# ---- design 1 ----
[src/rtl/brick_field_if.sv]
`default_nettype none
// +----------------------------------------------------------------------+
// | brick_field_if                                                       |
// | Ball-position inputs and wall/score outputs of the brick tracker.    |
// | Revision: 1.0                                                        |
// +----------------------------------------------------------------------+
interface brick_field_if #(
  parameter int ROWS    = 7,
  parameter int COLS    = 8,
  parameter int ROW_W   = 4,
  parameter int COL_W   = 4,
  parameter int SCORE_W = 10
);
  localparam int c_LEFT_W = $clog2(ROWS * COLS + 1);

  logic                   tick;
  logic                   reload;
  logic [ROW_W-1:0]       ball_row;
  logic [COL_W-1:0]       ball_col;
  logic [ROWS*COLS-1:0]   bricks;
  logic [SCORE_W-1:0]     score;
  logic                   hit;
  logic                   destroyed;
  logic                   cleared;
  logic [c_LEFT_W-1:0]    bricks_left;

  modport master (
    output tick, reload, ball_row, ball_col,
    input  bricks, score, hit, destroyed, cleared, bricks_left
  );

  modport slave (
    input  tick, reload, ball_row, ball_col,
    output bricks, score, hit, destroyed, cleared, bricks_left
  );
endinterface
`default_nettype wire

[src/rtl/brick_field.sv]
`default_nettype none
// +----------------------------------------------------------------------+
// | brick_field                                                          |
// | Breakout wall tracker: per-brick hit points, scoring, level clear.   |
// | Revision: 1.0                                                        |
// +----------------------------------------------------------------------+
module brick_field #(
  parameter int ROWS     = 7,
  parameter int COLS     = 8,
  parameter int BRICK_W  = 2,
  parameter int ROW_W    = 4,
  parameter int COL_W    = 4,
  parameter int HP_W     = 2,
  parameter int INIT_HP  = 1,
  parameter int SCORE_W  = 10,
  parameter int HIT_PTS  = 1,
  parameter int KILL_PTS = 1
) (
  input  logic         clock,
  input  logic         reset,
  brick_field_if.slave bus
);
  localparam int c_N      = ROWS * COLS;
  localparam int c_IDX_W  = (c_N > 1) ? $clog2(c_N) : 1;
  localparam int c_LEFT_W = $clog2(c_N + 1);
  localparam int c_SHIFT  = $clog2(BRICK_W);

  localparam logic [HP_W-1:0]     c_INIT = HP_W'(INIT_HP);
  localparam logic [HP_W-1:0]     c_ONE  = HP_W'(1);
  localparam logic [c_LEFT_W-1:0] c_FULL = c_LEFT_W'(c_N);
  localparam logic [c_LEFT_W-1:0] c_LAST = c_LEFT_W'(1);
  localparam logic [SCORE_W:0]    c_MAX  = {1'b0, {SCORE_W{1'b1}}};
  localparam logic [SCORE_W:0]    c_HIT  = (SCORE_W+1)'(HIT_PTS);
  localparam logic [SCORE_W:0]    c_KILL = (SCORE_W+1)'(KILL_PTS);

  localparam logic [0:0] c_RUN   = 1'b0;
  localparam logic [0:0] c_CLEAR = 1'b1;

  logic [HP_W-1:0]     r_hp [c_N];
  logic [c_N-1:0]      r_alive;
  logic [SCORE_W-1:0]  r_score;
  logic [c_LEFT_W-1:0] r_left;
  logic                r_hit;
  logic                r_destroyed;
  logic [0:0]          r_state;
  logic                r_deb_valid;
  logic [c_IDX_W-1:0]  r_deb_idx;

  logic [COL_W-1:0]    w_brick_col;
  logic                w_valid;
  logic [c_IDX_W-1:0]  w_idx;
  logic [HP_W-1:0]     w_hp_cur;
  logic                w_eval;
  logic                w_same;
  logic                w_strike;
  logic                w_kill;
  logic [SCORE_W:0]    w_sum;
  logic [SCORE_W-1:0]  w_score_nxt;

  always_comb begin
    w_brick_col = bus.ball_col >> c_SHIFT;
    w_valid     = (int'(bus.ball_row) < ROWS) && (int'(w_brick_col) < COLS);
    // Forced to 0 off the wall so the hp lookup never leaves the array.
    w_idx       = '0;
    if (w_valid) begin
      w_idx = c_IDX_W'(int'(bus.ball_row) * COLS + int'(w_brick_col));
    end
    w_hp_cur    = r_hp[w_idx];
    w_eval      = bus.tick && !bus.reload && (r_state == c_RUN);
    w_same      = w_valid && r_deb_valid && (r_deb_idx == w_idx);
    w_strike    = w_eval && w_valid && (w_hp_cur != '0) && !w_same;
    w_kill      = w_strike && (w_hp_cur == c_ONE);
    w_sum       = {1'b0, r_score} + (w_kill ? c_KILL : c_HIT);
    w_score_nxt = (w_sum > c_MAX) ? {SCORE_W{1'b1}} : w_sum[SCORE_W-1:0];
  end

  always_ff @(posedge clock or negedge reset) begin
    if (!reset) begin
      for (int i = 0; i < c_N; i++) begin
        r_hp[i] <= c_INIT;
      end
      r_alive <= '1;
      r_left  <= c_FULL;
    end else if (bus.reload) begin
      for (int i = 0; i < c_N; i++) begin
        r_hp[i] <= c_INIT;
      end
      r_alive <= '1;
      r_left  <= c_FULL;
    end else if (w_strike) begin
      r_hp[w_idx] <= w_hp_cur - c_ONE;
      if (w_kill) begin
        r_alive[w_idx] <= 1'b0;
        r_left         <= r_left - c_LAST;
      end
    end
  end

  always_ff @(posedge clock or negedge reset) begin
    if (!reset) begin
      r_score     <= '0;
      r_hit       <= 1'b0;
      r_destroyed <= 1'b0;
      r_state     <= c_RUN;
      r_deb_valid <= 1'b0;
      r_deb_idx   <= '0;
    end else begin
      r_hit       <= w_strike;
      r_destroyed <= w_kill;
      if (w_strike) begin
        r_score <= w_score_nxt;
      end
      if (bus.reload) begin
        r_state     <= c_RUN;
        r_deb_valid <= 1'b0;
      end else if (w_eval) begin
        // A ball resting in the struck brick must leave it before scoring again.
        if (w_strike) begin
          r_deb_valid <= 1'b1;
          r_deb_idx   <= w_idx;
        end else if (!w_same) begin
          r_deb_valid <= 1'b0;
        end
        if (w_kill && (r_left == c_LAST)) begin
          r_state <= c_CLEAR;
        end
      end
    end
  end

  assign bus.bricks      = r_alive;
  assign bus.score       = r_score;
  assign bus.hit         = r_hit;
  assign bus.destroyed   = r_destroyed;
  assign bus.cleared     = (r_state == c_CLEAR);
  assign bus.bricks_left = r_left;
endmodule
`default_nettype wire

[src/flat_wrapper.sv]
// flat-port wrapper written by rule: the top's interface ports become plain ports
module brick_field_flat 
#(
  parameter int ROWS     = 7,
  parameter int COLS     = 8,
  parameter int BRICK_W  = 2,
  parameter int ROW_W    = 4,
  parameter int COL_W    = 4,
  parameter int HP_W     = 2,
  parameter int INIT_HP  = 1,
  parameter int SCORE_W  = 10,
  parameter int HIT_PTS  = 1,
  parameter int KILL_PTS = 1
)
  (clock, reset, bus_tick, bus_reload, bus_ball_row, bus_ball_col, bus_bricks, bus_score, bus_hit, bus_destroyed, bus_cleared, bus_bricks_left);
  brick_field_if #(.ROWS(ROWS), .COLS(COLS), .ROW_W(ROW_W), .COL_W(COL_W), .SCORE_W(SCORE_W)) bus_i ();
  input  logic clock;
  input  logic reset;
  input wire logic [$bits(bus_i.tick)-1:0] bus_tick;
  input wire logic [$bits(bus_i.reload)-1:0] bus_reload;
  input wire logic [$bits(bus_i.ball_row)-1:0] bus_ball_row;
  input wire logic [$bits(bus_i.ball_col)-1:0] bus_ball_col;
  output wire logic [$bits(bus_i.bricks)-1:0] bus_bricks;
  output wire logic [$bits(bus_i.score)-1:0] bus_score;
  output wire logic [$bits(bus_i.hit)-1:0] bus_hit;
  output wire logic [$bits(bus_i.destroyed)-1:0] bus_destroyed;
  output wire logic [$bits(bus_i.cleared)-1:0] bus_cleared;
  output wire logic [$bits(bus_i.bricks_left)-1:0] bus_bricks_left;
  assign bus_i.tick = bus_tick;
  assign bus_i.reload = bus_reload;
  assign bus_i.ball_row = bus_ball_row;
  assign bus_i.ball_col = bus_ball_col;
  assign bus_bricks = bus_i.bricks;
  assign bus_score = bus_i.score;
  assign bus_hit = bus_i.hit;
  assign bus_destroyed = bus_i.destroyed;
  assign bus_cleared = bus_i.cleared;
  assign bus_bricks_left = bus_i.bricks_left;
  brick_field #(.ROWS(ROWS), .COLS(COLS), .BRICK_W(BRICK_W), .ROW_W(ROW_W), .COL_W(COL_W), .HP_W(HP_W), .INIT_HP(INIT_HP), .SCORE_W(SCORE_W), .HIT_PTS(HIT_PTS), .KILL_PTS(KILL_PTS)) u_core (.clock(clock), .reset(reset), .bus(bus_i));
endmodule
[config.mk]
export PLATFORM = sky130hd
export DESIGN_NAME = brick_field_flat
export DESIGN_NICKNAME = d
export VERILOG_FILES = /design/src/rtl/brick_field_if.sv /design/src/rtl/brick_field.sv /design/src/flat_wrapper.sv
export SDC_FILE = /design/constraint.sdc
export NUM_CORES = 1
export LEC_CHECK = 0
export ABC_AREA = 1
export CORE_MARGIN = 8
export CORE_UTILIZATION = 30
export CTS_CLUSTER_SIZE = 14
export DETAILED_ROUTE_END_ITERATION = 16
export HOLD_SLACK_MARGIN = 0.1
export PLACE_DENSITY = 0.44
export SLEW_MARGIN = 40
export SYNTH_ARGS = -nofsm -noshare
export SYNTH_HDL_FRONTEND = slang
export SYNTH_SLANG_ARGS = --single-unit
[constraint.sdc]
create_clock -name clock -period 5.13 [get_ports clock]
set_input_delay 1.026 -clock clock [delete_from_list [all_inputs] [get_ports clock]]
set_output_delay 1.026 -clock clock [all_outputs]
set_load 0.05 [all_outputs]
==> flow_summary.json <==
{
  "logic_gate_count": 953,
  "pwr-share-seq_pct": 42.3,
  "met1_length_mm": 16.4,
  "status": "completed",
  "ys_cells": 1391,
  "regMostFlops": "u_core.r_hp",
  "cp-startpoint": "bus_ball_row[2]",
  "layout-drive-gt1-share_pct": 14.4,
  "totalPowerFinal_mw": 3.93,
  "grt_pass1_vias": 9152,
  "cts_buffers": 17,
  "worst_path_dominant_cell_family": "simple AND/OR/NAND/NOR gates",
  "bufAreaShareNonClock_pct": 10.1,
  "rows": 67,
  "synthTopLogicFamily": "simple AND/OR/NAND/NOR gates",
  "cts.sinks": 194,
  "setup_tns_ns": 0,
  "cts_tree": "done",
  "r2r-end": "u_core.bus.bricks[24]",
  "area_growth_pct": 21.2,
  "n_all_inverters": 176,
  "pg_clk_mw": 1.49
}
==> design_1/zoom.png <==
Region (85, 125) to (115, 155) µm. Cells in gray, sequential cells in the stronger gray; small squares are vias.
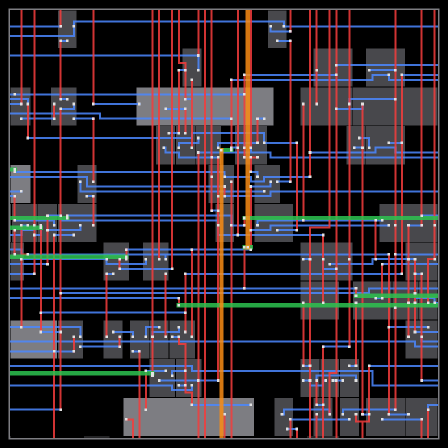
met2: marked red. met1: marked blue. met4: marked orange. met3: marked green.
51 logic cells have their middle in the window. Most frequent: nand2_1 (12), nand3_1 (10), buf_4 (8). Netlist names of flops here include u_core.r_hp (2). Sequential cells in the window: 2.

==> design_1/final_congestion.png <==
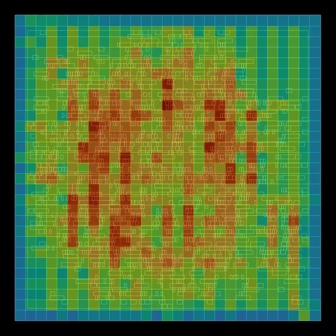
Tot GR Track Use: 17.2%
grt met2 use: 27.6%
global-route track usage on met3: 2.58%
wire per inst: 17.9 µm
GRT Max-Usage Layer: met2


# ---- design 2 ----
## src/rtl/rca_seq_ctrl_pkg.sv

```systemverilog
// Shared definitions for the nibble-serial adder sequencer: FSM states,
// slice width and counter sizing.
package rca_seq_ctrl_pkg;

    localparam int unsigned NIBBLE_W = 4;

    typedef enum logic {
        IDLE = 1'b0,
        ADD  = 1'b1
    } state_e;

    function automatic int unsigned cnt_width(input int unsigned nibbles);
        return (nibbles <= 1) ? 1 : $clog2(nibbles);
    endfunction

endpackage

```

## src/rtl/rca_seq_ctrl_if.sv

```systemverilog
// Start/done handshake and operand/result bus of the sequencer.
// Optional SUB_EN adds the 'sub' request bit.
interface rca_seq_ctrl_if #(
    parameter int unsigned NIBBLES = 4
);
    localparam int unsigned W = rca_seq_ctrl_pkg::NIBBLE_W * NIBBLES;

    logic         start;
    logic [W-1:0] a;
    logic [W-1:0] b;
    logic         ci;
`ifdef SUB_EN
    logic         sub;
`endif
    logic         busy;
    logic         done;
    logic [W-1:0] s;
    logic         co;
    logic         ovf;

    modport master (
`ifdef SUB_EN
        output sub,
`endif
        output start, a, b, ci,
        input  busy, done, s, co, ovf
    );

    modport slave (
`ifdef SUB_EN
        input  sub,
`endif
        input  start, a, b, ci,
        output busy, done, s, co, ovf
    );

endinterface

```

## src/rtl/rca_seq_ctrl_rca.sv

```systemverilog
// Existing 4-bit ripple-carry adder reused by the sequencer datapath.
module rca (
    input  logic [3:0] a,
    input  logic [3:0] b,
    input  logic       ci,
    output logic [3:0] s,
    output logic       co
);

    logic [4:0] c;

    always_comb begin
        c    = '0;
        s    = '0;
        c[0] = ci;
        for (int unsigned i = 0; i < 4; i++) begin
            s[i]   = a[i] ^ b[i] ^ c[i];
            c[i+1] = (a[i] & b[i]) | (c[i] & (a[i] ^ b[i]));
        end
        co = c[4];
    end

endmodule

```

## src/rtl/rca_seq_ctrl.sv

```systemverilog
// Nibble-serial adder: one 4-bit rca processes a NIBBLES*4-bit add, LSB nibble first.
// Define SUB_EN to add the 'sub' request (A - B).
module rca_seq_ctrl
    import rca_seq_ctrl_pkg::*;
#(
    parameter int unsigned NIBBLES = 4
) (
    input  logic           clk,
    input  logic           reset_n,
    rca_seq_ctrl_if.slave  bus
);

    localparam int unsigned W  = NIBBLE_W * NIBBLES;
    localparam int unsigned CW = cnt_width(NIBBLES);
    localparam logic [CW-1:0] LAST = CW'(NIBBLES - 1);

    state_e        state_q, state_d;
    logic [W-1:0]  a_sh_q, a_sh_d;
    logic [W-1:0]  b_sh_q, b_sh_d;
    logic [W-1:0]  res_q, res_d;
    logic          carry_q, carry_d;
    logic [CW-1:0] cnt_q, cnt_d;
    logic [W-1:0]  s_q, s_d;
    logic          co_q, co_d;
    logic          ovf_q, ovf_d;
    logic          done_q, done_d;
    logic          a_msb_q, a_msb_d;
    logic          b_msb_q, b_msb_d;

    logic [W-1:0]          b_eff;
    logic                  ci_eff;
    logic [NIBBLE_W-1:0]   sum_nib;
    logic                  rca_co;

    always_comb begin
`ifdef SUB_EN
        b_eff  = bus.sub ? ~bus.b : bus.b;
        ci_eff = bus.sub ? 1'b1 : bus.ci;
`else
        b_eff  = bus.b;
        ci_eff = bus.ci;
`endif
    end

    rca U0_rca (
        .a  (a_sh_q[NIBBLE_W-1:0]),
        .b  (b_sh_q[NIBBLE_W-1:0]),
        .ci (carry_q),
        .s  (sum_nib),
        .co (rca_co)
    );

    always_comb begin
        state_d = state_q;
        a_sh_d  = a_sh_q;
        b_sh_d  = b_sh_q;
        res_d   = res_q;
        carry_d = carry_q;
        cnt_d   = cnt_q;
        s_d     = s_q;
        co_d    = co_q;
        ovf_d   = ovf_q;
        done_d  = 1'b0;
        a_msb_d = a_msb_q;
        b_msb_d = b_msb_q;
        case (state_q)
            IDLE: begin
                if (bus.start) begin
                    a_sh_d  = bus.a;
                    b_sh_d  = b_eff;
                    carry_d = ci_eff;
                    a_msb_d = bus.a[W-1];
                    b_msb_d = b_eff[W-1];
                    cnt_d   = '0;
                    state_d = ADD;
                end
            end
            ADD: begin
                // Sum nibbles enter from the top so the LSB nibble lands at the bottom after NIBBLES steps.
                res_d   = {sum_nib, res_q[W-1:NIBBLE_W]};
                a_sh_d  = a_sh_q >> NIBBLE_W;
                b_sh_d  = b_sh_q >> NIBBLE_W;
                carry_d = rca_co;
                cnt_d   = cnt_q + CW'(1);
                if (cnt_q == LAST) begin
                    s_d     = res_d;
                    co_d    = rca_co;
                    ovf_d   = (a_msb_q == b_msb_q) && (sum_nib[NIBBLE_W-1] != a_msb_q);
                    done_d  = 1'b1;
                    state_d = IDLE;
                end
            end
            default: state_d = IDLE;
        endcase
    end

    always_ff @(posedge clk or negedge reset_n) begin
        if (!reset_n) begin
            state_q <= IDLE;
            a_sh_q  <= '0;
            b_sh_q  <= '0;
            res_q   <= '0;
            carry_q <= 1'b0;
            cnt_q   <= '0;
            s_q     <= '0;
            co_q    <= 1'b0;
            ovf_q   <= 1'b0;
            done_q  <= 1'b0;
            a_msb_q <= 1'b0;
            b_msb_q <= 1'b0;
        end else begin
            state_q <= state_d;
            a_sh_q  <= a_sh_d;
            b_sh_q  <= b_sh_d;
            res_q   <= res_d;
            carry_q <= carry_d;
            cnt_q   <= cnt_d;
            s_q     <= s_d;
            co_q    <= co_d;
            ovf_q   <= ovf_d;
            done_q  <= done_d;
            a_msb_q <= a_msb_d;
            b_msb_q <= b_msb_d;
        end
    end

    assign bus.busy = (state_q == ADD);
    assign bus.done = done_q;
    assign bus.s    = s_q;
    assign bus.co   = co_q;
    assign bus.ovf  = ovf_q;

endmodule

```

## src/flat_wrapper.sv

```systemverilog
// flat-port wrapper written by rule: the top's interface ports become plain ports
module rca_seq_ctrl_flat import rca_seq_ctrl_pkg::*;
#(
    parameter int unsigned NIBBLES = 4
)
  (clk, reset_n, bus_start, bus_a, bus_b, bus_ci, bus_busy, bus_done, bus_s, bus_co, bus_ovf);
  rca_seq_ctrl_if #(.NIBBLES(NIBBLES)) bus_i ();
  input  logic clk;
  input  logic reset_n;
  input wire logic [$bits(bus_i.start)-1:0] bus_start;
  input wire logic [$bits(bus_i.a)-1:0] bus_a;
  input wire logic [$bits(bus_i.b)-1:0] bus_b;
  input wire logic [$bits(bus_i.ci)-1:0] bus_ci;
  output wire logic [$bits(bus_i.busy)-1:0] bus_busy;
  output wire logic [$bits(bus_i.done)-1:0] bus_done;
  output wire logic [$bits(bus_i.s)-1:0] bus_s;
  output wire logic [$bits(bus_i.co)-1:0] bus_co;
  output wire logic [$bits(bus_i.ovf)-1:0] bus_ovf;
  assign bus_i.start = bus_start;
  assign bus_i.a = bus_a;
  assign bus_i.b = bus_b;
  assign bus_i.ci = bus_ci;
  assign bus_busy = bus_i.busy;
  assign bus_done = bus_i.done;
  assign bus_s = bus_i.s;
  assign bus_co = bus_i.co;
  assign bus_ovf = bus_i.ovf;
  rca_seq_ctrl #(.NIBBLES(NIBBLES)) u_core (.clk(clk), .reset_n(reset_n), .bus(bus_i));
endmodule
```

## config.mk

```make
export PLATFORM = sky130hd
export DESIGN_NAME = rca_seq_ctrl_flat
export DESIGN_NICKNAME = d
export VERILOG_FILES = /design/src/rtl/rca_seq_ctrl_pkg.sv /design/src/rtl/rca_seq_ctrl_if.sv /design/src/rtl/rca_seq_ctrl_rca.sv /design/src/rtl/rca_seq_ctrl.sv /design/src/flat_wrapper.sv
export SDC_FILE = /design/constraint.sdc
export NUM_CORES = 1
export LEC_CHECK = 0
export CORE_MARGIN = 8
export CORE_UTILIZATION = 45
export DETAILED_ROUTE_END_ITERATION = 7
export PLACE_DENSITY = 0.7
export RECOVER_POWER = 25
export SLEW_MARGIN = 5
export SYNTH_ARGS = -nofsm -noshare
export SYNTH_HDL_FRONTEND = slang
export SYNTH_SLANG_ARGS = --single-unit
```

## constraint.sdc

```tcl
create_clock -name clk -period 3.8 [get_ports clk]
set_input_delay 0.76 -clock clk [delete_from_list [all_inputs] [get_ports clk]]
set_output_delay 0.76 -clock clk [all_outputs]
set_load 0.02 [all_outputs]
```

==> design_2/zoom.png <==
Region (34, 53) to (64, 83) µm. Cells in gray, sequential cells in the stronger gray; small squares are vias.
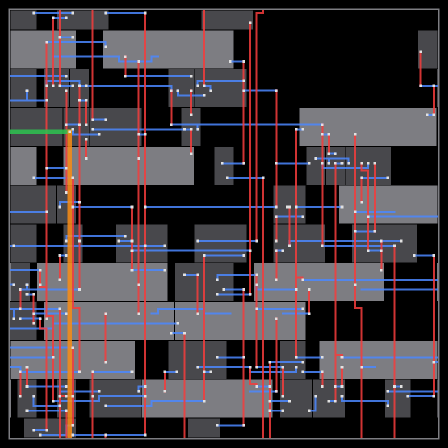
met3: marked green. met2: marked red. met4: marked orange. met1: marked blue.
Most frequent: dfrtp_1 (11), mux2i_1 (7), nand2_1 (5). 48 logic cells have their middle in the window. Netlist names of flops here include u_core.a_sh_q (5), u_core.cnt_q (2). Sequential cells in the window: 12.

==> design_2/metal_stack.png <==
Scale: 4 px per µm. Two of the layers only.
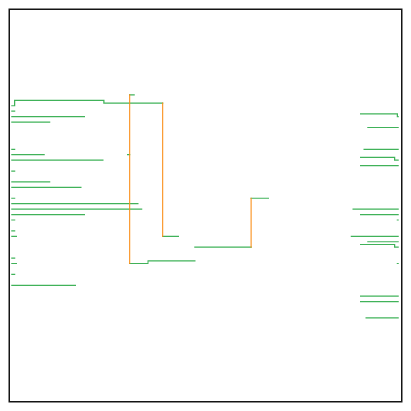
met3: marked green, wire length 395 µm. met4: marked orange, wire length 87.7 µm.

==> flow_summary.json <==
{
  "status": "finished, violations left",
  "violations": "capacitance limit, slew limit",
  "regArea_mm2": 0.00173,
  "finalCritPeriodShare_pct": 70.3,
  "clockBufferDepth": 2,
  "maxCapViolCount": 1,
  "drv_slew": 45,
  "crit_top_cell": "clkbuf_1",
  "whs_ns": 0.485,
  "logic_gate_count": 137,
  "top_cells_by_area": "dfrtp_1, mux2i_1, mux2_2",
  "mux_share_pct": 23.9,
  "compound_area_share_pct": 4.66,
  "hold_viol_final": 0,
  "regToRegStartpoint": "u_core.a_sh_q[0]",
  "maxPowerGroup": "registers",
  "final_cell_mix": "dfrtp_1, clkdlybuf4s50_1, mux2i_1",
  "cts_buffers": 9,
  "top_area_cell": "dfrtp_1",
  "clock_buffers": 12,
  "top_usage_layer": "met2"
}


==> notes/layouts.md <==
Pictures saved along the way, in no particular order.

Signal wires on met1.
panel A
Scale: 4 px per µm. Supply wires on this layer in gray.
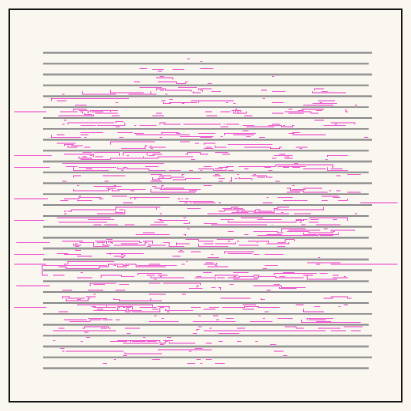
panel B
Scale: 2 px per µm. Supply wires on this layer in gray.
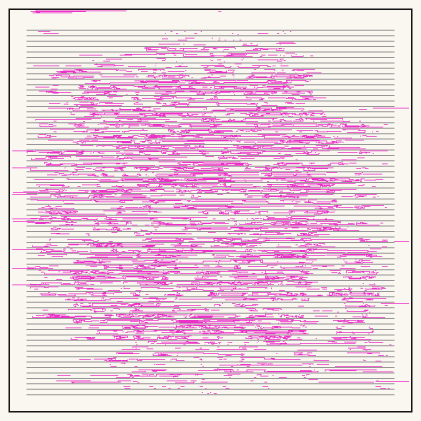
- largest die: panel B
- design 1 = panel B
- design 2 = panel A


==> layout pictures side by side <==
Logic cells by family.
(a)
Scale: 2 px per µm.
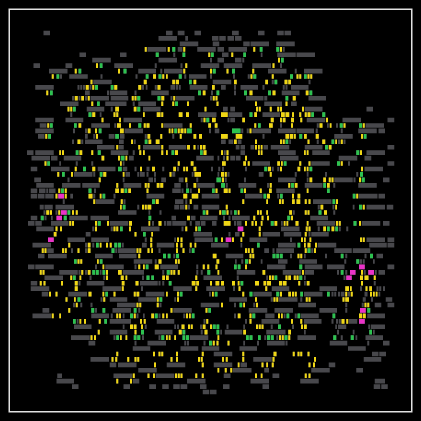
(b)
Scale: 4 px per µm.
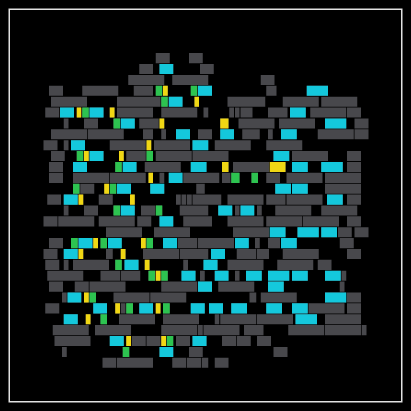
| picture | from |
|---|---|
| (b) | design 2 |
| (a) | design 1 |
- largest die: (a)

Power and IR drop assume default switching activity.
